=== mix_columns_seq ===
### The metal 2 layer, mix_columns_seq

Cells faint in the background.
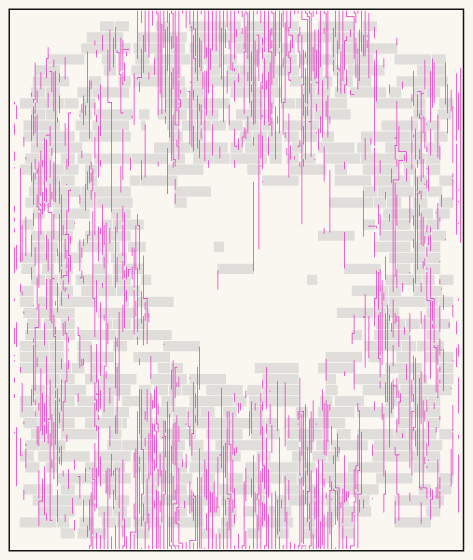

===== config.mk =====
export PLATFORM = sky130hd
export DESIGN_NAME = mix_columns_seq
export DESIGN_NICKNAME = d
export VERILOG_FILES = /design/src/rtl/aes_pkg.sv /design/src/rtl/mix_column_gf.sv /design/src/rtl/mix_columns_seq.sv
export SDC_FILE = /design/constraint.sdc
export NUM_CORES = 1
export LEC_CHECK = 0
export CAP_MARGIN = 20
export CORE_ASPECT_RATIO = 1.2
export CORE_MARGIN = 2
export CORE_UTILIZATION = 35
export CTS_CLUSTER_SIZE = 25
export DETAILED_ROUTE_END_ITERATION = 6
export HOLD_SLACK_MARGIN = 0.1
export PLACE_DENSITY = 0.76
export SETUP_SLACK_MARGIN = 0.5
export SYNTH_ARGS = -nofsm -noshare
export SYNTH_HDL_FRONTEND = slang
export SYNTH_SLANG_ARGS = --single-unit

===== constraint.sdc =====
create_clock -name clk -period 4.75 [get_ports clk]
set_clock_uncertainty 0.05 [all_clocks]
set_input_delay 0.95 -clock clk [delete_from_list [all_inputs] [get_ports clk]]
set_output_delay 0.95 -clock clk [all_outputs]
set_load 0.01 [all_outputs]

===== src/rtl/aes_pkg.sv =====
// Shared AES datapath types and GF(2^8) helpers for the round engine.
package aes_pkg;

  typedef logic [7:0] byte_t;
  typedef byte_t [3:0] column_t;

  localparam byte_t AES_POLY = 8'h1b;

  // Multiply by x in GF(2^8) modulo x^8 + x^4 + x^3 + x + 1.
  function automatic byte_t xtime(input byte_t b);
    return {b[6:0], 1'b0} ^ (b[7] ? AES_POLY : 8'h00);
  endfunction

endpackage


===== src/rtl/mix_column_gf.sv =====
// Combinational MixColumns / InvMixColumns of one 4-byte column (index 0 is row 0).
module mix_column_gf
  import aes_pkg::*;
(
  input  column_t col_in,
  input  logic    inverse,
  output column_t col_out
);

  column_t x2, x4, x8;
  column_t m1, m2, m3, m4;

  always_comb begin
    for (int r = 0; r < 4; r++) begin
      x2[r] = xtime(col_in[r]);
      x4[r] = xtime(x2[r]);
      x8[r] = xtime(x4[r]);
    end
  end

  // Per-byte products for the four circulant coefficients of the selected matrix:
  // forward (02 03 01 01), inverse (0e 0b 0d 09).
  always_comb begin
    for (int r = 0; r < 4; r++) begin
      if (inverse) begin
        m1[r] = x8[r] ^ x4[r] ^ x2[r];
        m2[r] = x8[r] ^ x2[r] ^ col_in[r];
        m3[r] = x8[r] ^ x4[r] ^ col_in[r];
        m4[r] = x8[r] ^ col_in[r];
      end else begin
        m1[r] = x2[r];
        m2[r] = x2[r] ^ col_in[r];
        m3[r] = col_in[r];
        m4[r] = col_in[r];
      end
    end
  end

  always_comb begin
    for (int r = 0; r < 4; r++) begin
      col_out[r] = m1[r] ^ m2[2'(r + 1)] ^ m3[2'(r + 2)] ^ m4[2'(r + 3)];
    end
  end

endmodule


===== src/rtl/mix_columns_seq.sv =====
// Multi-cycle AES MixColumns/InvMixColumns engine: COLS_PER_CYCLE columns per clock
// between a valid/ready input handshake and a valid/ready output handshake.
module mix_columns_seq
  import aes_pkg::*;
#(
  parameter int COLS_PER_CYCLE = 1
) (
  input  logic         clk,
  input  logic         reset,
  input  logic         in_valid,
  output logic         in_ready,
  input  logic [127:0] in_data,
  input  logic         in_inverse,
  output logic         out_valid,
  input  logic         out_ready,
  output logic [127:0] out_data,
  output logic         out_inverse,
  output logic         busy
);

  if (COLS_PER_CYCLE != 1 && COLS_PER_CYCLE != 2 && COLS_PER_CYCLE != 4) begin : g_bad_cols
    $error("mix_columns_seq: COLS_PER_CYCLE must be 1, 2 or 4");
  end

  localparam logic [1:0] LAST_COL = 2'(4 - COLS_PER_CYCLE);
  localparam logic [1:0] COL_STEP = 2'(COLS_PER_CYCLE);

  typedef enum logic [1:0] {IDLE, RUN, DONE} state_t;

  state_t       state_q, state_d;
  logic [1:0]   col_q;
  logic [127:0] data_q, data_run;
  logic         inv_q;
  logic         accept;

  logic [1:0] idx     [COLS_PER_CYCLE];
  column_t    mix_in  [COLS_PER_CYCLE];
  column_t    mix_out [COLS_PER_CYCLE];

  for (genvar g = 0; g < COLS_PER_CYCLE; g++) begin : g_mix
    assign idx[g]    = col_q + 2'(g);
    assign mix_in[g] = data_q[{idx[g], 5'b0} +: 32];

    mix_column_gf u_mix (
      .col_in  (mix_in[g]),
      .inverse (inv_q),
      .col_out (mix_out[g])
    );
  end

  // Columns outside the current group pass through untouched.
  always_comb begin
    data_run = data_q;
    for (int g = 0; g < COLS_PER_CYCLE; g++) begin
      data_run[{idx[g], 5'b0} +: 32] = mix_out[g];
    end
  end

  assign in_ready = (state_q == IDLE) || ((state_q == DONE) && out_ready);
  assign accept   = in_valid && in_ready;

  always_comb begin
    state_d = state_q;
    case (state_q)
      IDLE: if (accept) state_d = RUN;
      RUN:  if (col_q == LAST_COL) state_d = DONE;
      DONE: if (out_ready) state_d = accept ? RUN : IDLE;
      default: state_d = IDLE;
    endcase
  end

  always_ff @(posedge clk or posedge reset) begin
    if (reset) begin
      state_q <= IDLE;
      col_q   <= 2'd0;
      data_q  <= '0;
      inv_q   <= 1'b0;
    end else begin
      state_q <= state_d;
      if (accept) begin
        data_q <= in_data;
        inv_q  <= in_inverse;
        col_q  <= 2'd0;
      end else if (state_q == RUN) begin
        data_q <= data_run;
        col_q  <= col_q + COL_STEP;
      end
    end
  end

  assign out_valid   = (state_q == DONE);
  assign out_data    = data_q;
  assign out_inverse = inv_q;
  assign busy        = (state_q == RUN);

endmodule


=== sdhci_dat_rx ===
===== src/rtl/sdhci_dat_rx.sv =====
// sdhci_dat_rx -- SD DAT-line receive engine feeding the host read buffer.
//
// Samples lane 0 or all NumLanes DAT lines on each sample_en_i strobe, runs
// multi-block reads (start-bit timeout, per-lane CRC16, end-bit check) and
// packs the byte stream into 32-bit words, first byte in data_o[7:0].
// The SD clock is held off through clk_stop_o so no data is ever dropped.
//
// Ports:
//   clk_i, rst_i                   system clock, async active-high reset
//   sample_en_i, dat_i             SD-clock strobe and synchronised DAT lines
//   wide_bus_i, block_size_i,
//   block_count_i, timeout_i       transfer setup, latched on start_i
//   start_i, stop_i                begin / abort transfer
//   data_o, data_valid_o,
//   data_ready_i                   word output with valid/ready handshake
//   clk_stop_o                     hold request to the SD clock generator
//   busy_o, block_done_o,
//   xfer_done_o                    status and completion pulses
//   crc_err_o, end_bit_err_o,
//   timeout_err_o                  error pulses, coincident with xfer_done_o
//
// Build option: define SDHCI_DAT_RX_CRC_EN to build the CRC16 checkers;
// otherwise the CRC field is consumed unchecked and crc_err_o is tied 0.
module sdhci_dat_rx #(
  parameter int unsigned NumLanes     = 4,
  parameter int unsigned TimeoutWidth = 24
) (
  input  logic                    clk_i,
  input  logic                    rst_i,
  input  logic                    sample_en_i,
  input  logic [NumLanes-1:0]     dat_i,
  input  logic                    wide_bus_i,
  input  logic [11:0]             block_size_i,
  input  logic [15:0]             block_count_i,
  input  logic [TimeoutWidth-1:0] timeout_i,
  input  logic                    start_i,
  input  logic                    stop_i,
  output logic [31:0]             data_o,
  output logic                    data_valid_o,
  input  logic                    data_ready_i,
  output logic                    clk_stop_o,
  output logic                    busy_o,
  output logic                    block_done_o,
  output logic                    xfer_done_o,
  output logic                    crc_err_o,
  output logic                    end_bit_err_o,
  output logic                    timeout_err_o
);

  localparam logic [2:0] S_IDLE  = 3'd0;
  localparam logic [2:0] S_WAIT  = 3'd1;
  localparam logic [2:0] S_DATA  = 3'd2;
  localparam logic [2:0] S_CRC   = 3'd3;
  localparam logic [2:0] S_END   = 3'd4;
  localparam logic [2:0] S_DRAIN = 3'd5;

  localparam logic [5:0] WideSpw = 6'(32 / NumLanes);

  logic [2:0]              state;
  logic                    wide;
  logic [9:0]              wpb;
  logic [15:0]             blk_left;
  logic                    unbounded;
  logic [TimeoutWidth-1:0] tmo_lim;
  logic [TimeoutWidth-1:0] tmo_cnt;
  logic [31:0]             acc;
  logic [5:0]              sc;
  logic [9:0]              wc;
  logic [3:0]              cc;

  logic [NumLanes-1:0]     lane_mask;
  logic [5:0]              spw;
  logic                    last_slot;
  logic                    strobe;
  logic                    all_zero;
  logic                    all_one;
  logic [31:0]             next_acc;
  logic                    crc_fail;
  logic                    unused_bits;

  assign unused_bits = ^block_size_i[1:0];

  always_comb begin
    lane_mask = wide ? '1 : NumLanes'(1);
    spw       = wide ? WideSpw : 6'd32;
    last_slot = (sc == spw - 6'd1);
    all_zero  = ((dat_i & lane_mask) == '0);
    all_one   = ((dat_i | ~lane_mask) == '1);
    next_acc  = wide ? {acc[31-NumLanes:0], dat_i} : {acc[30:0], dat_i[0]};
  end

  // The word-completing strobe is held off while the output register is
  // still full, so a completed word can always be loaded directly.
  assign clk_stop_o = (state == S_DATA) && last_slot && data_valid_o;
  assign strobe     = sample_en_i && !clk_stop_o;
  assign busy_o     = (state != S_IDLE) || data_valid_o;

`ifdef SDHCI_DAT_RX_CRC_EN
  logic [15:0] crc [NumLanes];
  logic        crc_bad;

  // Received CRC bits are compared against the running CRC MSB first by
  // shifting the register out during the CRC field.
  always_ff @(posedge clk_i or posedge rst_i) begin
    if (rst_i) begin
      for (int unsigned i = 0; i < NumLanes; i++) crc[i] <= '0;
      crc_bad <= 1'b0;
    end else if (strobe) begin
      if (state == S_WAIT) begin
        for (int unsigned i = 0; i < NumLanes; i++) crc[i] <= '0;
        crc_bad <= 1'b0;
      end else if (state == S_DATA) begin
        for (int unsigned i = 0; i < NumLanes; i++)
          crc[i] <= {crc[i][14:0], 1'b0} ^
                    ((crc[i][15] ^ dat_i[i]) ? 16'h1021 : 16'h0000);
      end else if (state == S_CRC) begin
        for (int unsigned i = 0; i < NumLanes; i++) begin
          crc[i] <= {crc[i][14:0], 1'b0};
          if (lane_mask[i] && (dat_i[i] != crc[i][15])) crc_bad <= 1'b1;
        end
      end
    end
  end

  assign crc_fail = crc_bad;
`else
  assign crc_fail = 1'b0;
`endif

  always_ff @(posedge clk_i or posedge rst_i) begin
    if (rst_i) begin
      state         <= S_IDLE;
      wide          <= 1'b0;
      wpb           <= '0;
      blk_left      <= '0;
      unbounded     <= 1'b0;
      tmo_lim       <= '0;
      tmo_cnt       <= '0;
      acc           <= '0;
      sc            <= '0;
      wc            <= '0;
      cc            <= '0;
      data_o        <= '0;
      data_valid_o  <= 1'b0;
      block_done_o  <= 1'b0;
      xfer_done_o   <= 1'b0;
      crc_err_o     <= 1'b0;
      end_bit_err_o <= 1'b0;
      timeout_err_o <= 1'b0;
    end else begin
      block_done_o  <= 1'b0;
      xfer_done_o   <= 1'b0;
      crc_err_o     <= 1'b0;
      end_bit_err_o <= 1'b0;
      timeout_err_o <= 1'b0;
      if (data_valid_o && data_ready_i) data_valid_o <= 1'b0;

      if (stop_i) begin
        if (state != S_IDLE) begin
          state       <= S_IDLE;
          xfer_done_o <= 1'b1;
        end
      end else begin
        case (state)
          S_IDLE: begin
            if (start_i && !data_valid_o && (block_size_i[11:2] != '0)) begin
              wide      <= wide_bus_i;
              wpb       <= block_size_i[11:2];
              blk_left  <= block_count_i;
              unbounded <= (block_count_i == '0);
              tmo_lim   <= timeout_i;
              tmo_cnt   <= timeout_i;
              state     <= S_WAIT;
            end
          end
          S_WAIT: begin
            if (strobe) begin
              if (all_zero) begin
                sc    <= '0;
                wc    <= '0;
                state <= S_DATA;
              end else if (tmo_cnt <= TimeoutWidth'(1)) begin
                timeout_err_o <= 1'b1;
                xfer_done_o   <= 1'b1;
                state         <= S_IDLE;
              end else begin
                tmo_cnt <= tmo_cnt - TimeoutWidth'(1);
              end
            end
          end
          S_DATA: begin
            if (strobe) begin
              acc <= next_acc;
              if (last_slot) begin
                sc           <= '0;
                data_o       <= {next_acc[7:0], next_acc[15:8],
                                 next_acc[23:16], next_acc[31:24]};
                data_valid_o <= 1'b1;
                if (wc == wpb - 10'd1) begin
                  cc    <= '0;
                  state <= S_CRC;
                end else begin
                  wc <= wc + 10'd1;
                end
              end else begin
                sc <= sc + 6'd1;
              end
            end
          end
          S_CRC: begin
            if (strobe) begin
              cc <= cc + 4'd1;
              if (cc == 4'd15) state <= S_END;
            end
          end
          S_END: begin
            if (strobe) begin
              if (crc_fail || !all_one) begin
                crc_err_o     <= crc_fail;
                end_bit_err_o <= !all_one;
                xfer_done_o   <= 1'b1;
                state         <= S_IDLE;
              end else begin
                block_done_o <= 1'b1;
                if (!unbounded && (blk_left == 16'd1)) begin
                  // Completion is reported only once the last word has left.
                  if (data_valid_o) begin
                    state <= S_DRAIN;
                  end else begin
                    xfer_done_o <= 1'b1;
                    state       <= S_IDLE;
                  end
                end else begin
                  if (!unbounded) blk_left <= blk_left - 16'd1;
                  tmo_cnt <= tmo_lim;
                  state   <= S_WAIT;
                end
              end
            end
          end
          S_DRAIN: begin
            if (!data_valid_o) begin
              xfer_done_o <= 1'b1;
              state       <= S_IDLE;
            end
          end
          default: state <= S_IDLE;
        endcase
      end
    end
  end

endmodule


===== config.mk =====
export PLATFORM = sky130hd
export DESIGN_NAME = sdhci_dat_rx
export DESIGN_NICKNAME = d
export VERILOG_FILES = /design/src/rtl/sdhci_dat_rx.sv
export SDC_FILE = /design/constraint.sdc
export NUM_CORES = 1
export LEC_CHECK = 0
export CORE_ASPECT_RATIO = 1.2
export CORE_MARGIN = 3
export CORE_UTILIZATION = 53
export CTS_BUF_LIST = sky130_fd_sc_hd__clkbuf_4 sky130_fd_sc_hd__clkbuf_8
export CTS_CLUSTER_DIAMETER = 40
export DETAILED_ROUTE_END_ITERATION = 7
export PLACE_DENSITY = 0.82
export SYNTH_ARGS = -nofsm -noshare
export SYNTH_HDL_FRONTEND = slang
export SYNTH_SLANG_ARGS = --single-unit
export TNS_END_PERCENT = 100

===== constraint.sdc =====
create_clock -name clk_i -period 5.25 [get_ports clk_i]
set_input_delay 0.525 -clock clk_i [delete_from_list [all_inputs] [get_ports clk_i]]
set_output_delay 0.525 -clock clk_i [all_outputs]
set_load 0.03 [all_outputs]

=== axilite_master_q ===
`src/rtl/axilite_master_q.sv`:
```
// Queued AXI4-Lite master: user commands are buffered in a small FIFO and
// issued to the bus one transaction at a time.

// Generic synchronous FIFO with occupancy counter.
// Latency: one cycle from push to pop_vld.
// Backpressure: push_rdy low when full; a push while full is dropped even if a pop happens that cycle.
module axilite_fifo #(
    parameter int WIDTH = 8,
    parameter int DEPTH = 4
) (
    input  logic             aclk,
    input  logic             aresetn,
    input  logic             push_vld,
    input  logic [WIDTH-1:0] push_dat,
    output logic             push_rdy,
    input  logic             pop_rdy,
    output logic             pop_vld,
    output logic [WIDTH-1:0] pop_dat
);
    localparam int PW = (DEPTH > 1) ? $clog2(DEPTH) : 1;

    logic [WIDTH-1:0] mem [DEPTH];
    logic [PW-1:0]    wr_ptr, rd_ptr;
    logic [PW:0]      count;
    logic             push_en, pop_en;

    assign push_rdy = (count != (PW+1)'(DEPTH));
    assign pop_vld  = (count != '0);
    assign push_en  = push_vld && push_rdy;
    assign pop_en   = pop_rdy && pop_vld;
    assign pop_dat  = mem[rd_ptr];

    // DEPTH is a power of two, so natural pointer overflow wraps modulo DEPTH
    always_ff @(posedge aclk or negedge aresetn) begin
        if (!aresetn) begin
            wr_ptr <= '0;
            rd_ptr <= '0;
            count  <= '0;
        end else begin
            if (push_en) wr_ptr <= wr_ptr + PW'(1);
            if (pop_en)  rd_ptr <= rd_ptr + PW'(1);
            case ({push_en, pop_en})
                2'b10:   count <= count + (PW+1)'(1);
                2'b01:   count <= count - (PW+1)'(1);
                default: ;
            endcase
        end
    end

    always_ff @(posedge aclk) begin
        if (push_en) mem[wr_ptr] <= push_dat;
    end
endmodule

// AXI4-Lite master fed from a command FIFO, one transaction outstanding.
// Latency: 4 cycles push-to-completion pulse with a zero-wait slave.
// Backpressure: user_free drops when the FIFO is full; AXI stalls hold VALIDs and payload.
module axilite_master_q #(
    parameter int ADDR_W  = 32,
    parameter int DATA_W  = 64,
    parameter int DEPTH   = 4,
    parameter int TIMEOUT = 1024,
    parameter int STRB_W  = DATA_W / 8
) (
    input  logic              aclk,
    input  logic              aresetn,
    input  logic              user_start,
    input  logic              user_w_r,
    input  logic [ADDR_W-1:0] user_addr_in,
    input  logic [DATA_W-1:0] user_data_in,
    input  logic [STRB_W-1:0] user_data_strb,
    output logic              user_free,
    output logic [1:0]        user_status,
    output logic [DATA_W-1:0] user_data_out,
    output logic              user_data_out_valid,
    output logic              user_wr_done,
    output logic              user_timeout,
    output logic [ADDR_W-1:0] m_axi_awaddr,
    output logic [2:0]        m_axi_awprot,
    output logic              m_axi_awvalid,
    input  logic              m_axi_awready,
    output logic [DATA_W-1:0] m_axi_wdata,
    output logic [STRB_W-1:0] m_axi_wstrb,
    output logic              m_axi_wvalid,
    input  logic              m_axi_wready,
    input  logic [1:0]        m_axi_bresp,
    input  logic              m_axi_bvalid,
    output logic              m_axi_bready,
    output logic [ADDR_W-1:0] m_axi_araddr,
    output logic [2:0]        m_axi_arprot,
    output logic              m_axi_arvalid,
    input  logic              m_axi_arready,
    input  logic [DATA_W-1:0] m_axi_rdata,
    input  logic [1:0]        m_axi_rresp,
    input  logic              m_axi_rvalid,
    output logic              m_axi_rready
);
    typedef struct packed {
        logic              w_r;
        logic [ADDR_W-1:0] addr;
        logic [DATA_W-1:0] data;
        logic [STRB_W-1:0] strb;
    } cmd_t;

    typedef enum logic [2:0] {IDLE, WR_ADDR_DATA, WR_RESP, RD_ADDR, RD_DATA} state_t;

    localparam int             TW     = $clog2(TIMEOUT + 1);
    localparam logic [TW-1:0]  TO_VAL = TW'(TIMEOUT);

    state_t            state, state_nxt;
    cmd_t              push_cmd, head;
    logic              fifo_vld, fifo_pop;
    logic [ADDR_W-1:0] cur_addr;
    logic [DATA_W-1:0] cur_data;
    logic [STRB_W-1:0] cur_strb;
    logic              aw_pend, w_pend;
    logic [TW-1:0]     cnt;

    assign push_cmd = '{w_r: user_w_r, addr: user_addr_in, data: user_data_in, strb: user_data_strb};
    assign fifo_pop = (state == IDLE) && fifo_vld;

    axilite_fifo #(.WIDTH($bits(cmd_t)), .DEPTH(DEPTH)) u_cmd_fifo (
        .aclk     (aclk),
        .aresetn  (aresetn),
        .push_vld (user_start),
        .push_dat (push_cmd),
        .push_rdy (user_free),
        .pop_rdy  (fifo_pop),
        .pop_vld  (fifo_vld),
        .pop_dat  (head)
    );

    always_ff @(posedge aclk or negedge aresetn) begin
        if (!aresetn) state <= IDLE;
        else          state <= state_nxt;
    end

    always_comb begin
        state_nxt = state;
        case (state)
            IDLE:         if (fifo_vld) state_nxt = head.w_r ? RD_ADDR : WR_ADDR_DATA;
            WR_ADDR_DATA: if ((!aw_pend || m_axi_awready) && (!w_pend || m_axi_wready))
                              state_nxt = WR_RESP;
            WR_RESP:      if (m_axi_bvalid)  state_nxt = IDLE;
            RD_ADDR:      if (m_axi_arready) state_nxt = RD_DATA;
            RD_DATA:      if (m_axi_rvalid)  state_nxt = IDLE;
            default:      state_nxt = IDLE;
        endcase
    end

    // Write address and data channels retire independently
    always_ff @(posedge aclk or negedge aresetn) begin
        if (!aresetn) begin
            cur_addr            <= '0;
            cur_data            <= '0;
            cur_strb            <= '0;
            aw_pend             <= 1'b0;
            w_pend              <= 1'b0;
            cnt                 <= '0;
            user_status         <= 2'b00;
            user_data_out       <= '0;
            user_wr_done        <= 1'b0;
            user_data_out_valid <= 1'b0;
        end else begin
            if (fifo_pop) begin
                cur_addr <= head.addr;
                cur_data <= head.data;
                cur_strb <= head.strb;
                aw_pend  <= !head.w_r;
                w_pend   <= !head.w_r;
            end else begin
                aw_pend <= aw_pend && !m_axi_awready;
                w_pend  <= w_pend && !m_axi_wready;
            end

            if (state == IDLE)     cnt <= '0;
            else if (cnt != TO_VAL) cnt <= cnt + TW'(1);

            user_wr_done        <= (state == WR_RESP) && m_axi_bvalid;
            user_data_out_valid <= (state == RD_DATA) && m_axi_rvalid;
            if ((state == WR_RESP) && m_axi_bvalid) user_status <= m_axi_bresp;
            if ((state == RD_DATA) && m_axi_rvalid) begin
                user_status   <= m_axi_rresp;
                user_data_out <= m_axi_rdata;
            end
        end
    end

    assign user_timeout  = (state != IDLE) && (cnt == TO_VAL);
    assign m_axi_awaddr  = cur_addr;
    assign m_axi_awprot  = 3'b000;
    assign m_axi_awvalid = aw_pend;
    assign m_axi_wdata   = cur_data;
    assign m_axi_wstrb   = cur_strb;
    assign m_axi_wvalid  = w_pend;
    assign m_axi_bready  = (state == WR_RESP);
    assign m_axi_araddr  = cur_addr;
    assign m_axi_arprot  = 3'b000;
    assign m_axi_arvalid = (state == RD_ADDR);
    assign m_axi_rready  = (state == RD_DATA);
endmodule

```
`config.mk`:
```
export PLATFORM = sky130hd
export DESIGN_NAME = axilite_master_q
export DESIGN_NICKNAME = d
export VERILOG_FILES = /design/src/rtl/axilite_master_q.sv
export SDC_FILE = /design/constraint.sdc
export NUM_CORES = 1
export LEC_CHECK = 0
export ABC_AREA = 1
export CAP_MARGIN = 20
export CORE_UTILIZATION = 47
export CTS_BUF_LIST = sky130_fd_sc_hd__clkbuf_2 sky130_fd_sc_hd__clkbuf_4 sky130_fd_sc_hd__clkbuf_8
export DETAILED_ROUTE_END_ITERATION = 10
export GPL_TIMING_DRIVEN = 0
export PLACE_DENSITY_LB_ADDON = 0.08
export SLEW_MARGIN = 20
export SYNTH_ARGS = -nofsm -noshare
export SYNTH_HDL_FRONTEND = slang
export SYNTH_SLANG_ARGS = --single-unit
```
`constraint.sdc`:
```
create_clock -name aclk -period 5.9 [get_ports aclk]
set_input_delay 0.885 -clock aclk [delete_from_list [all_inputs] [get_ports aclk]]
set_output_delay 0.885 -clock aclk [all_outputs]
set_load 0.005 [all_outputs]
```

==> screenshots <==
Metal 1.
image #1
The bar under the picture is 20 µm long. Supply wires on this layer in gray.
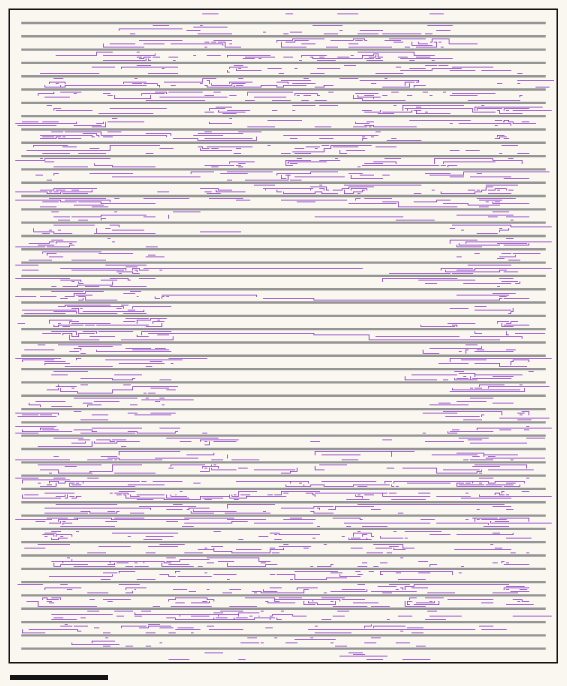
image #2
The bar under the picture is 50 µm long. Supply wires on this layer in gray.
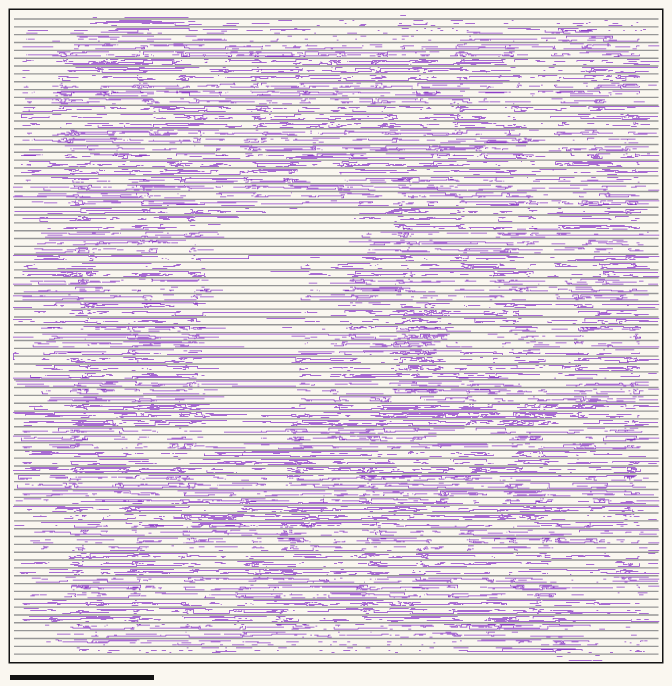
image #3
The bar under the picture is 20 µm long. Supply wires on this layer in gray.
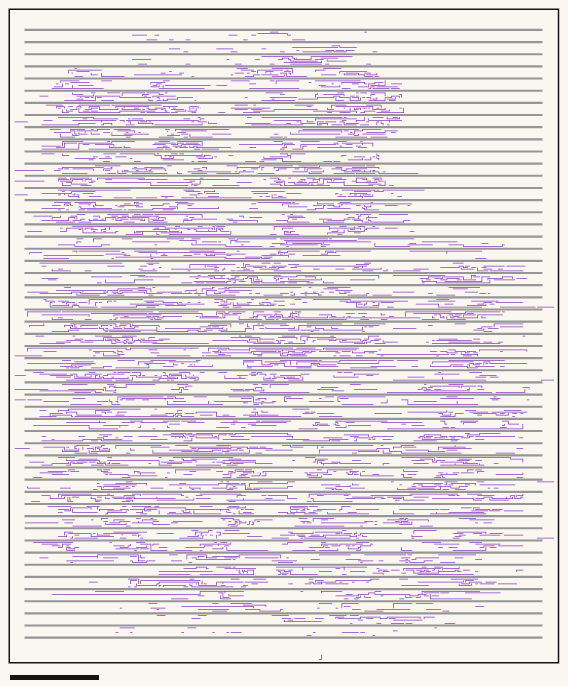
image #1: mix_columns_seq
image #3: sdhci_dat_rx
image #2: axilite_master_q
Of these, largest die: image #2
Of these, smallest die: image #1

Key to image #3:
948 nets have wire on it. The wires run mostly horizontal. The layer carries 8690 µm of wire. The longest straight run is 33.1 µm.

### Congestion heat map, sdhci_dat_rx

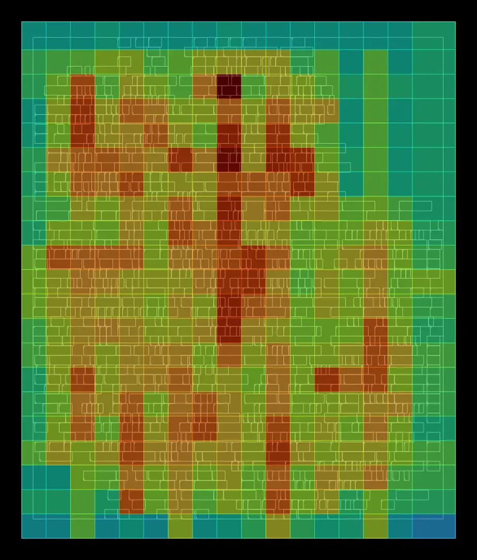
GR Layer Usage met3: 4.005%
wire per inst: 16.48 µm
All-Layer GR Usage: 22.58%
grt peak-use layer: met2
met2 usage: 36.37%

### Metal 4, sdhci_dat_rx

The bar under the picture is 20 µm long. Supply wires on this layer in gray.
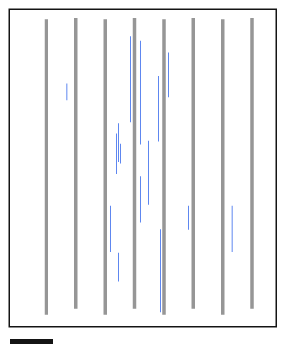
The layer holds 1.8% of the routed length. The longest straight run is 47.6 µm. The wires run mostly vertical.
routed vias: 7222
Routed WL: 19720 µm

==> Changelog: implementation, sdhci_dat_rx <==
### Changed

- Routed vias/inst: 6.038
- Met3 wire length: 1040 µm
- Design Area, Final: 10100 µm²
- Distinct lib cells used: about 70
- Synth area leader: dfrtp_1
- Worst-Skew Late Latency: roughly 460 ps
- Clk tree area frac: under 10%
- Clock Power Share: 20.4%
- Invs w/o clock: 21
- Initial Utilization: 54.83%
- Flip-flops with a built-in enable: 0
- CTS Sinks: 167
- Status: finished, final reports clean
- CTS tree: done
- RSZ-0062 raised after global routing: no
- Simple-Gate Area Share: 16.14%
- # H-tree levels: 4
- Top cells by count: dfrtp_1, o21ai_0, nand2_1
- Synthesis Warnings: 0
- Post-synth seq share: between 40% and 50%
- Multi-input gates: 662
- Postcts setup bufs: 0
- Critical R2R Capture: wc[3]$_DFFE_PP0P_
- Setup TNS: 0 ps
- Most numerous logic cells after layout: dfrtp_1, o21ai_0, nand2_1, clkdlybuf4s50_1, nor2_1
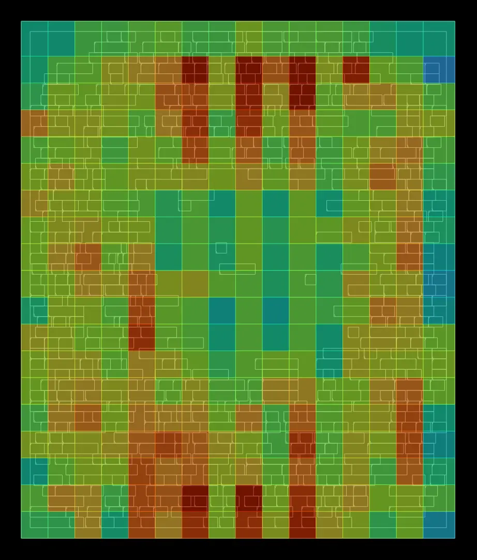
*Congestion heat map, mix_columns_seq*
GR Layer Usage met3: 5.732%
GR Layer Usage met1: 24.36%

### Signal wires on met3, mix_columns_seq

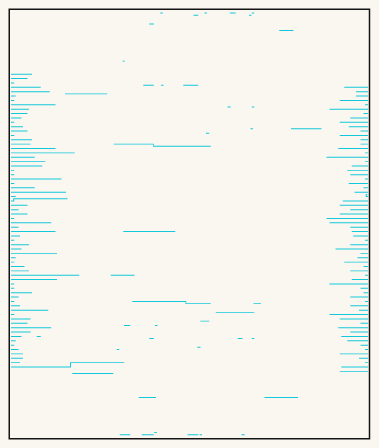
The layer holds 6.5% of the routed length. The wires run mostly horizontal. 155 nets have wire on it. The longest straight run is 20.9 µm.

About 'The metal 2 layer' of mix_columns_seq:
The longest straight run is 43.0 µm. 653 nets have wire on it. The wires run mostly vertical. The layer carries 7050 µm of wire.

==> Changelog: implementation, mix_columns_seq <==
### Changed

- Initial antenna violation count: 0
- Final Power: around 0.0057 W
- Clock Power Share: roughly 23%
- Wl on met1: 5977 µm
- Worst setup path endpoint: busy
- Clk power: 0.00131 W
- Dominant cell area share: 68.35%
- Minimum clock period: 3359 ps
- Most numerous cell in the Yosys netlist: dfrtp_1
- Fraction of layout cells with a size suffix above 1: 7.301%
- Nonclk buf count: 271
- Static leakage: between 3 and 4 nW
- Status: finished, final reports clean
- Ao+oa area frac: 24.38%
- HPWL Detailed: between 9000 and 10000 µm
- FF/Latch Area: 3328 µm²
- Dominant Register Cell: dfrtp_1
- Rows: 47
- Met3 wire length: ~940 µm
- Clock slew at reported path FFs: 60 ps
- Synth area leader: dfrtp_1
### Signal wires on met3, axilite_master_q

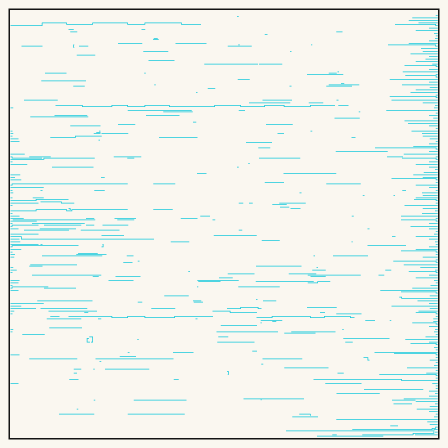
335 nets have wire on it. The longest straight run is 77.3 µm.

==> Changelog: implementation, axilite_master_q <==
### Changed

- Combinational group power: 0.00640 W
- Syn avg cell area: 11.98 µm²
- Initial antenna violation count: 13
- Die W: between 200 and 250 µm
- Clock Power Share: 23.3%
- Flop count: 615
- Largest register by flop count: u_cmd_fifo.mem
- Status: finished, final reports clean
- Worst reg-to-reg setup slack: 3140 ps
- Yosys Instances: 1972
- Post-Place Setup Slack: 2652 ps
- Post-Syn Area: 23620 µm²
- Layout Nets: 2684
- Cell depth of the worst setup path: 7
- Most numerous cell in the Yosys netlist: nor2_1

=== mem_wb_stage ===
### The metal 2 layer, mem_wb_stage

Cells faint in the background.
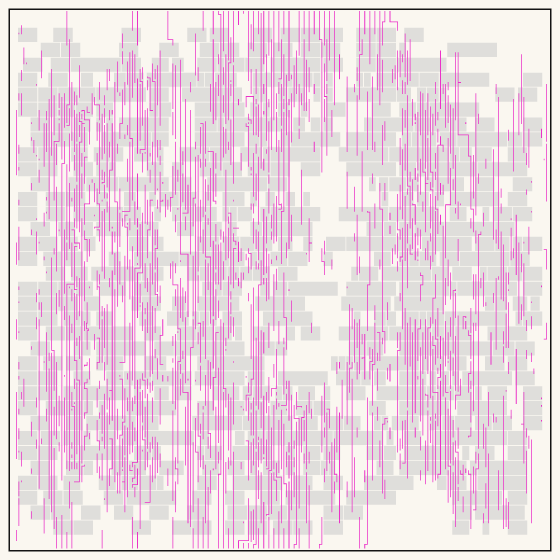

<file path="src/rtl/mem_wb_stage.sv">
// MEM/WB pipeline register: captures EX/MEM results and load data, extracts
// sub-word loads, selects the writeback value and counts retired instructions.
module mem_wb_stage #(
    parameter int CNT_W        = 32,
    parameter bit ZERO_PROTECT = 1'b1
) (
    input  logic             clk,
    input  logic             rst_n,
    input  logic             stall,
    input  logic             flush,
    input  logic             ex_mem_valid,
    input  logic [4:0]       ex_mem_regd,
    input  logic             ex_mem_wen,
    input  logic             ex_mem_memtoreg,
    input  logic             ex_mem_link,
    input  logic [1:0]       ex_mem_ld_size,
    input  logic             ex_mem_ld_unsigned,
    input  logic [31:0]      ex_mem_alu_result,
    input  logic [31:0]      ex_mem_pc_plus8,
    input  logic [31:0]      mem_rdata,
    output logic [4:0]       mem_wb_regd,
    output logic [31:0]      mem_wb_data,
    output logic             mem_wb_wen,
    output logic             mem_wb_valid,
    output logic [CNT_W-1:0] retired_count
);

    // Little-endian lane select followed by sign/zero extension; size 11 acts as word.
    function automatic logic [31:0] load_extract(
        input logic [31:0] rdata,
        input logic [1:0]  addr,
        input logic [1:0]  size,
        input logic        uns
    );
        logic        [7:0]  lane_b;
        logic        [15:0] lane_h;
        logic signed [31:0] ext;
        logic        [31:0] res;
        case (addr)
            2'b00:   lane_b = rdata[7:0];
            2'b01:   lane_b = rdata[15:8];
            2'b10:   lane_b = rdata[23:16];
            default: lane_b = rdata[31:24];
        endcase
        lane_h = addr[1] ? rdata[31:16] : rdata[15:0];
        case (size)
            2'b00: begin
                ext = {{24{lane_b[7]}}, lane_b};
                res = uns ? {24'd0, lane_b} : ext;
            end
            2'b01: begin
                ext = {{16{lane_h[15]}}, lane_h};
                res = uns ? {16'd0, lane_h} : ext;
            end
            default: begin
                ext = rdata;
                res = rdata;
            end
        endcase
        return res;
    endfunction

    logic [4:0]       regd_d,  regd_q;
    logic [31:0]      data_d,  data_q;
    logic             wen_d,   wen_q;
    logic             valid_d, valid_q;
    logic [CNT_W-1:0] cnt_d,   cnt_q;
    logic [31:0]      wb_value;
    logic             wen_cap;

    always_comb begin
        if (ex_mem_link) begin
            wb_value = ex_mem_pc_plus8;
        end else if (ex_mem_memtoreg) begin
            wb_value = load_extract(mem_rdata, ex_mem_alu_result[1:0],
                                    ex_mem_ld_size, ex_mem_ld_unsigned);
        end else begin
            wb_value = ex_mem_alu_result;
        end
        wen_cap = ex_mem_wen & ex_mem_valid & ~(ZERO_PROTECT && (ex_mem_regd == 5'd0));
    end

    // Flush beats stall; stall holds everything including the retire counter.
    always_comb begin
        regd_d  = regd_q;
        data_d  = data_q;
        wen_d   = wen_q;
        valid_d = valid_q;
        cnt_d   = cnt_q;
        if (flush) begin
            regd_d  = 5'd0;
            data_d  = 32'd0;
            wen_d   = 1'b0;
            valid_d = 1'b0;
        end else if (!stall) begin
            regd_d  = ex_mem_regd;
            data_d  = wb_value;
            wen_d   = wen_cap;
            valid_d = ex_mem_valid;
            if (ex_mem_valid) begin
                cnt_d = cnt_q + CNT_W'(1);
            end
        end
    end

    always_ff @(posedge clk or negedge rst_n) begin
        if (!rst_n) begin
            regd_q  <= 5'd0;
            data_q  <= 32'd0;
            wen_q   <= 1'b0;
            valid_q <= 1'b0;
            cnt_q   <= '0;
        end else begin
            regd_q  <= regd_d;
            data_q  <= data_d;
            wen_q   <= wen_d;
            valid_q <= valid_d;
            cnt_q   <= cnt_d;
        end
    end

    assign mem_wb_regd   = regd_q;
    assign mem_wb_data   = data_q;
    assign mem_wb_wen    = wen_q;
    assign mem_wb_valid  = valid_q;
    assign retired_count = cnt_q;

endmodule

</file>
<file path="config.mk">
export PLATFORM = sky130hd
export DESIGN_NAME = mem_wb_stage
export DESIGN_NICKNAME = d
export VERILOG_FILES = /design/src/rtl/mem_wb_stage.sv
export SDC_FILE = /design/constraint.sdc
export NUM_CORES = 1
export LEC_CHECK = 0
export CAP_MARGIN = 10
export CORE_UTILIZATION = 46
export CTS_BUF_LIST = sky130_fd_sc_hd__clkbuf_16
export DETAILED_ROUTE_END_ITERATION = 8
export PLACE_DENSITY = 0.86
export SYNTH_ARGS = -nofsm -noshare
export SYNTH_HDL_FRONTEND = slang
export SYNTH_SLANG_ARGS = --single-unit
</file>
<file path="constraint.sdc">
create_clock -name clk -period 5.4 [get_ports clk]
set_clock_uncertainty 0.2 [all_clocks]
set_input_delay 1.08 -clock clk [delete_from_list [all_inputs] [get_ports clk]]
set_output_delay 1.08 -clock clk [all_outputs]
set_load 0.005 [all_outputs]
</file>
=== tank_level_monitor_flat ===
File: config.mk
export PLATFORM = sky130hd
export DESIGN_NAME = tank_level_monitor_flat
export DESIGN_NICKNAME = d
export VERILOG_FILES = /design/src/rtl/water_tank_pkg.sv /design/src/rtl/tank_level_monitor_if.sv /design/src/rtl/level_debouncer.sv /design/src/rtl/tank_level_monitor.sv /design/src/flat_wrapper.sv
export SDC_FILE = /design/constraint.sdc
export NUM_CORES = 1
export LEC_CHECK = 0
export ABC_CLOCK_PERIOD_IN_PS = 3110
export CAP_MARGIN = 20
export CORE_MARGIN = 2
export CORE_UTILIZATION = 35
export CTS_BUF_LIST = sky130_fd_sc_hd__clkbuf_16
export DETAILED_ROUTE_END_ITERATION = 6
export PLACE_DENSITY = 0.57
export SYNTH_ARGS = -nofsm -noshare
export SYNTH_HDL_FRONTEND = slang
export SYNTH_HIERARCHICAL = 1
export SYNTH_SLANG_ARGS = --single-unit
File: constraint.sdc
create_clock -name clock -period 3.11 [get_ports clock]
set_input_delay 0.4665 -clock clock [delete_from_list [all_inputs] [get_ports clock]]
set_output_delay 0.4665 -clock clock [all_outputs]
set_load 0.05 [all_outputs]
File: src/rtl/water_tank_pkg.sv
// Shared definitions for the water tank level monitor: level state encoding
// and the default sensor thresholds.
package water_tank_pkg;

  typedef enum logic [1:0] {
    LVL_NORMAL   = 2'b00,
    LVL_FULL     = 2'b01,
    LVL_CRITICAL = 2'b10
  } lvl_state_e;

  localparam int DEF_WIDTH          = 8;
  localparam int DEF_FULL_LEVEL     = 200;
  localparam int DEF_CRITICAL_LEVEL = 40;
  localparam int DEF_HYST           = 8;
  localparam int DEF_DEBOUNCE       = 4;
  localparam int DEF_TIMEOUT        = 1000;

endpackage

File: src/rtl/tank_level_monitor_if.sv
// Sensor-sample / level-flag bundle between the level sensor front end
// (master) and the tank level monitor (slave).
interface tank_level_monitor_if #(
  parameter int WIDTH = 8
);
  logic             sample_valid;
  logic [WIDTH-1:0] sample_level;
  logic             full_tank;
  logic             critical_level;
  logic [WIDTH-1:0] level_out;
  logic             sensor_fault;

  modport master (
    output sample_valid, sample_level,
    input  full_tank, critical_level, level_out, sensor_fault
  );

  modport slave (
    input  sample_valid, sample_level,
    output full_tank, critical_level, level_out, sensor_fault
  );
endinterface

File: src/rtl/level_debouncer.sv
// Consecutive-qualifier counter. Counts valid qualifying samples, holds on
// idle cycles, clears on a valid non-qualifying sample, and raises hit on the
// sample that brings the count to DEBOUNCE. A hit always moves the owning FSM,
// so the count clears itself on hit. restart reloads the count at 1.
module level_debouncer #(
  parameter int DEBOUNCE = 4
) (
  input  logic clock,
  input  logic reset,
  input  logic clear,
  input  logic valid,
  input  logic qualify,
  input  logic restart,
  output logic hit
);
  localparam int CW = $clog2(DEBOUNCE + 1);
  localparam logic [CW-1:0] CNT_MAX = DEBOUNCE[CW-1:0];

  logic [CW-1:0] cnt_q, cnt_d, cnt_inc;

  // Next count and hit detection.
  always_comb begin
    // NOTE: every signal gets a default first so no path leaves it unassigned and infers a latch.
    cnt_d   = cnt_q;
    cnt_inc = restart ? CW'(1) : ((cnt_q == CNT_MAX) ? CNT_MAX : cnt_q + CW'(1));
    hit     = valid && qualify && (cnt_inc == CNT_MAX);
    if (clear || hit) begin
      cnt_d = '0;
    end else if (valid) begin
      cnt_d = qualify ? cnt_inc : '0;
    end
  end

  // Count register.
  always_ff @(posedge clock) begin
    // NOTE: state is written with <= so every flop samples pre-edge values regardless of block order.
    if (reset) cnt_q <= '0;
    else       cnt_q <= cnt_d;
  end
endmodule

File: src/rtl/tank_level_monitor.sv
// Tank level monitor: debounces raw level samples with hysteresis into the
// full_tank / critical_level flags feeding the water tank FSM.
// Optional sensor watchdog enabled by defining SENSOR_TIMEOUT_EN; without it
// sensor_fault is tied 0 and TIMEOUT is only range-checked.
module tank_level_monitor
  import water_tank_pkg::*;
#(
  parameter int WIDTH          = DEF_WIDTH,
  parameter int FULL_LEVEL     = DEF_FULL_LEVEL,
  parameter int CRITICAL_LEVEL = DEF_CRITICAL_LEVEL,
  parameter int HYST           = DEF_HYST,
  parameter int DEBOUNCE       = DEF_DEBOUNCE,
  parameter int TIMEOUT        = DEF_TIMEOUT
) (
  input  logic                  clock,
  input  logic                  reset,
  tank_level_monitor_if.slave   bus
);
  if (!(CRITICAL_LEVEL + HYST < FULL_LEVEL - HYST)) begin : g_bad_thresholds
    $error("tank_level_monitor: CRITICAL_LEVEL+HYST must be below FULL_LEVEL-HYST");
  end
  if (DEBOUNCE < 1 || TIMEOUT < 1) begin : g_bad_counts
    $error("tank_level_monitor: DEBOUNCE and TIMEOUT must be at least 1");
  end

  // Thresholds held one bit wider than the sample so sums/differences never wrap.
  localparam int FULL_EXIT_I = FULL_LEVEL - HYST;
  localparam int CRIT_EXIT_I = CRITICAL_LEVEL + HYST;
  localparam logic [WIDTH:0] FULL_ENTER = FULL_LEVEL[WIDTH:0];
  localparam logic [WIDTH:0] CRIT_ENTER = CRITICAL_LEVEL[WIDTH:0];
  localparam logic [WIDTH:0] FULL_EXIT  = FULL_EXIT_I[WIDTH:0];
  localparam logic [WIDTH:0] CRIT_EXIT  = CRIT_EXIT_I[WIDTH:0];

  lvl_state_e       state_q, state_d;
  logic             dir_q, dir_d;      // last NORMAL-state qualifier: 1 = full side
  logic             full_q, crit_q;
  logic [WIDTH-1:0] level_q;
  logic             qualify, restart, hit, timeout;
  logic [WIDTH:0]   sample_x;

  assign sample_x = {1'b0, bus.sample_level};

  wire above_full = sample_x >= FULL_ENTER;
  wire below_crit = sample_x <= CRIT_ENTER;

`ifdef SENSOR_TIMEOUT_EN
  localparam int WW = $clog2(TIMEOUT + 1);
  localparam logic [WW-1:0] WD_MAX = TIMEOUT[WW-1:0];

  logic [WW-1:0] wd_q, wd_d;
  logic          fault_q, fault_d;

  // Watchdog: idle-cycle count since the last valid sample, saturating at TIMEOUT.
  always_comb begin
    wd_d    = bus.sample_valid ? '0 : ((wd_q == WD_MAX) ? wd_q : wd_q + WW'(1));
    timeout = (wd_d == WD_MAX);
    fault_d = bus.sample_valid ? 1'b0 : (timeout ? 1'b1 : fault_q);
  end

  // Watchdog and fault registers.
  always_ff @(posedge clock) begin
    if (reset) begin
      wd_q    <= '0;
      fault_q <= 1'b0;
    end else begin
      wd_q    <= wd_d;
      fault_q <= fault_d;
    end
  end

  assign bus.sensor_fault = fault_q;
`else
  assign timeout          = 1'b0;
  assign bus.sensor_fault = 1'b0;
`endif

  level_debouncer #(.DEBOUNCE(DEBOUNCE)) u_debouncer (
    .clock   (clock),
    .reset   (reset),
    .clear   (timeout),
    .valid   (bus.sample_valid),
    .qualify (qualify),
    .restart (restart),
    .hit     (hit)
  );

  // Per-state qualify select and next-state decode; watchdog expiry wins.
  always_comb begin
    state_d = state_q;
    dir_d   = dir_q;
    qualify = 1'b0;
    restart = 1'b0;
    case (state_q)
      LVL_NORMAL: begin
        qualify = above_full || below_crit;
        // Switching between full-side and critical-side samples starts a fresh run.
        restart = qualify && (above_full != dir_q);
        if (bus.sample_valid && qualify) dir_d = above_full;
        if (hit) state_d = above_full ? LVL_FULL : LVL_CRITICAL;
      end
      LVL_FULL: begin
        qualify = sample_x < FULL_EXIT;
        if (hit) state_d = LVL_NORMAL;
      end
      LVL_CRITICAL: begin
        qualify = sample_x > CRIT_EXIT;
        if (hit) state_d = LVL_NORMAL;
      end
      default: state_d = LVL_NORMAL;
    endcase
    if (timeout) state_d = LVL_NORMAL;
  end

  // State, direction and registered outputs.
  always_ff @(posedge clock) begin
    if (reset) begin
      state_q <= LVL_NORMAL;
      dir_q   <= 1'b0;
      full_q  <= 1'b0;
      crit_q  <= 1'b0;
      level_q <= '0;
    end else begin
      state_q <= state_d;
      dir_q   <= dir_d;
      full_q  <= (state_d == LVL_FULL);
      crit_q  <= (state_d == LVL_CRITICAL);
      if (bus.sample_valid) level_q <= bus.sample_level;
    end
  end

  assign bus.full_tank      = full_q;
  assign bus.critical_level = crit_q;
  assign bus.level_out      = level_q;
endmodule

File: src/flat_wrapper.sv
// flat-port wrapper written by rule: the top's interface ports become plain ports
module tank_level_monitor_flat import water_tank_pkg::*;
#(
  parameter int WIDTH          = DEF_WIDTH,
  parameter int FULL_LEVEL     = DEF_FULL_LEVEL,
  parameter int CRITICAL_LEVEL = DEF_CRITICAL_LEVEL,
  parameter int HYST           = DEF_HYST,
  parameter int DEBOUNCE       = DEF_DEBOUNCE,
  parameter int TIMEOUT        = DEF_TIMEOUT
)
  (clock, reset, bus_sample_valid, bus_sample_level, bus_full_tank, bus_critical_level, bus_level_out, bus_sensor_fault);
  tank_level_monitor_if #(.WIDTH(WIDTH)) bus_i ();
  input  logic clock;
  input  logic reset;
  input wire logic [$bits(bus_i.sample_valid)-1:0] bus_sample_valid;
  input wire logic [$bits(bus_i.sample_level)-1:0] bus_sample_level;
  output wire logic [$bits(bus_i.full_tank)-1:0] bus_full_tank;
  output wire logic [$bits(bus_i.critical_level)-1:0] bus_critical_level;
  output wire logic [$bits(bus_i.level_out)-1:0] bus_level_out;
  output wire logic [$bits(bus_i.sensor_fault)-1:0] bus_sensor_fault;
  assign bus_i.sample_valid = bus_sample_valid;
  assign bus_i.sample_level = bus_sample_level;
  assign bus_full_tank = bus_i.full_tank;
  assign bus_critical_level = bus_i.critical_level;
  assign bus_level_out = bus_i.level_out;
  assign bus_sensor_fault = bus_i.sensor_fault;
  tank_level_monitor #(.WIDTH(WIDTH), .FULL_LEVEL(FULL_LEVEL), .CRITICAL_LEVEL(CRITICAL_LEVEL), .HYST(HYST), .DEBOUNCE(DEBOUNCE), .TIMEOUT(TIMEOUT)) u_core (.clock(clock), .reset(reset), .bus(bus_i));
endmodule
### Metal 1, mem_wb_stage

The bar under the picture is 20 µm long. Supply wires on this layer in gray.
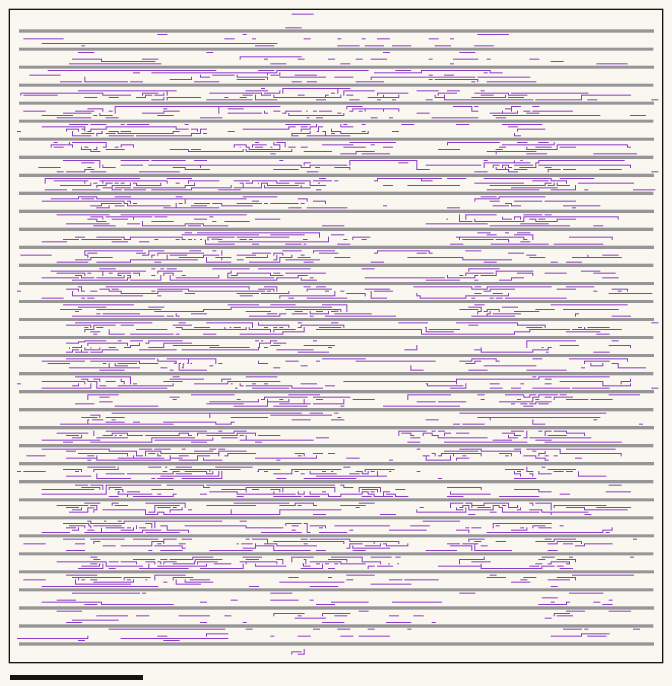
The layer holds 38% of the routed length. 618 nets have wire on it.

### Signal wires on met3, mem_wb_stage

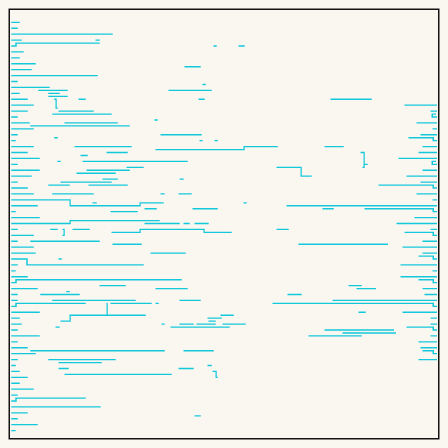
The longest straight run is 38.0 µm. The layer holds 9.7% of the routed length.

Notes on 'The metal 2 layer' of mem_wb_stage above:
658 nets have wire on it. The wires run mostly vertical. The longest straight run is 57.6 µm. The layer holds 49% of the routed length. The layer carries 6880 µm of wire.

==> Changelog: implementation, mem_wb_stage <==
### Changed

- Status: finished with violations
- Failing checks: DRC
- All-Layer GR Usage: 29.59%
- Nonclk buf count: 188
- Post-synth seq share: between 40% and 50%
- Post-Place Setup Slack: 1541 ps
- Post-synth regs: just over 70
- Largest net degree at the start of global routing: 76
- Total placed instance area: 6123 µm²
- Post-route DRC violation count: 11
- Adder share: less than 1%
- Grt ovf: 0
- Crit share post-route: 66.21%
- Setup TNS: 0 ps
- Die height: 98.38 µm
- Synthesis-to-layout area growth: 50.69%
- Worst-Skew Late Latency: 320 ps
- Crit-path max FO: 20
- Clk tree area frac: 4.897%
- GR Layer Usage met3: roughly 6.7%
- Fraction of area in multi-input gates: 34.80%
- Distinct lib cells used: 49
- Sequential cell area share: 27.59%
- FF/Latch Area: ~1800 µm²
- R2R Path Start: retired_count[0]$_DFFE_PN0P_
### Signal wires on met3, tank_level_monitor_flat

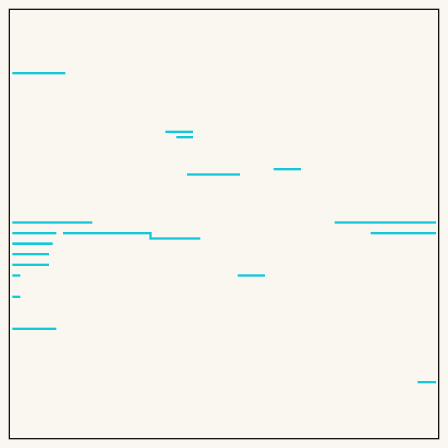
The wires run mostly horizontal. The layer holds 4.8% of the routed length. The longest straight run is 12.6 µm. The layer carries 101 µm of wire. 17 nets have wire on it.
Routed WL: 2081 µm
GR Layer Usage met3: 3.552%

==> Changelog: implementation, tank_level_monitor_flat <==
### Changed

- First-pass DRT Iterations: 4
- Wire per inst: 13.78 µm
- Initial antenna violation count: 0
- Fraction of layout cells with a size suffix above 1: 9.917%
- WHS Endpoint: u_core/bus.level_out[5]$_SDFFE_PP0P_
- Layout Nets: 140
- Combinational group power: 0.0000960 W
- Pwr Density: ~460 nW/µm²
- Crit Path Class: in -> reg
- Syn Inst Count: 100
- Vias in the first global route: 756
- Tap cells: 30
- Dominant Register Cell: dfxtp_1
- Largest Pwr Group: clock
- # clk buffers: 3
- Crit share post-route: between 90 and 100%
- Max Clock Skew: 1.032 ps
- Wl on met1: 971 µm
- Slew margin rel.: 66.67%
- Total placed instance area: between 1000 and 1500 µm²
- Worst reg-to-reg setup slack: 660 ps
- CTS Hold Bufs: 0
- Critical Path Start: bus_sample_level[7]
- Post-synth seq share: between 30% and 40%
- Minimum clock period: 2799 ps
- Status: finished, final reports clean
- Met3 wire length: 100 µm


==> layout pictures side by side <==
The metal 2 layer.
Cells faint in the background.
picture 1
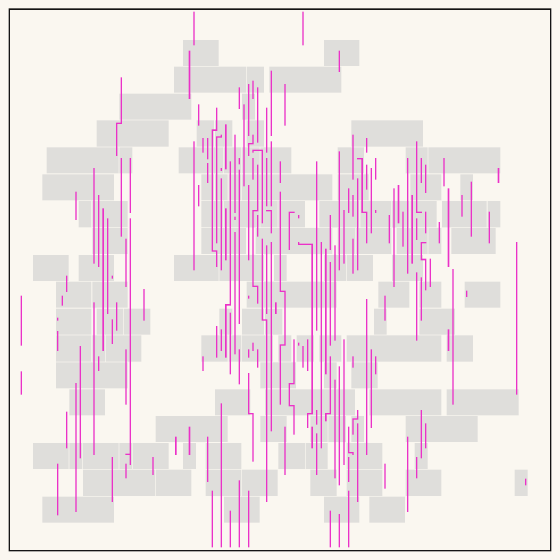
picture 2
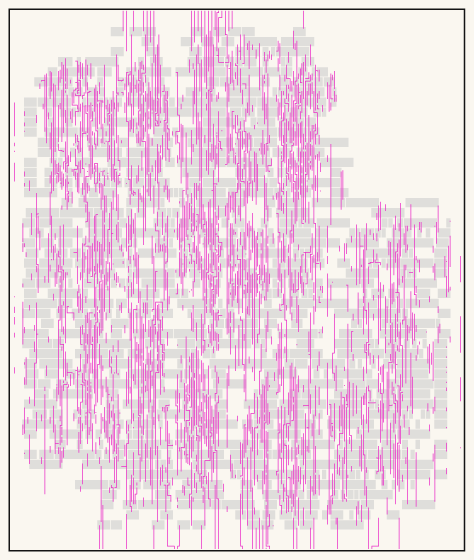
picture 3
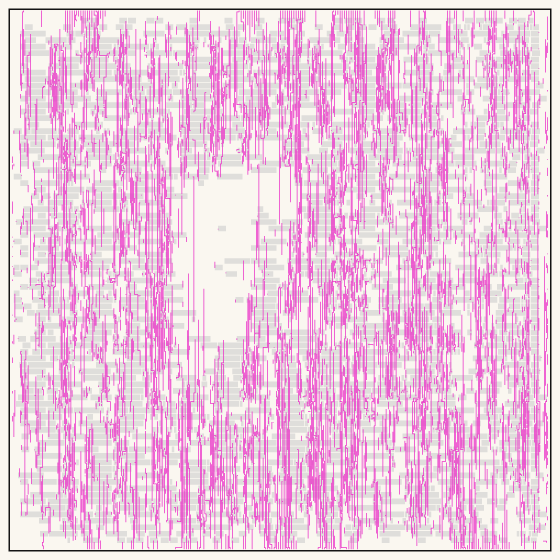
sdhci_dat_rx: picture 2
tank_level_monitor_flat: picture 1
axilite_master_q: picture 3

No activity file was given, so power comes from the tool's default toggle rates.
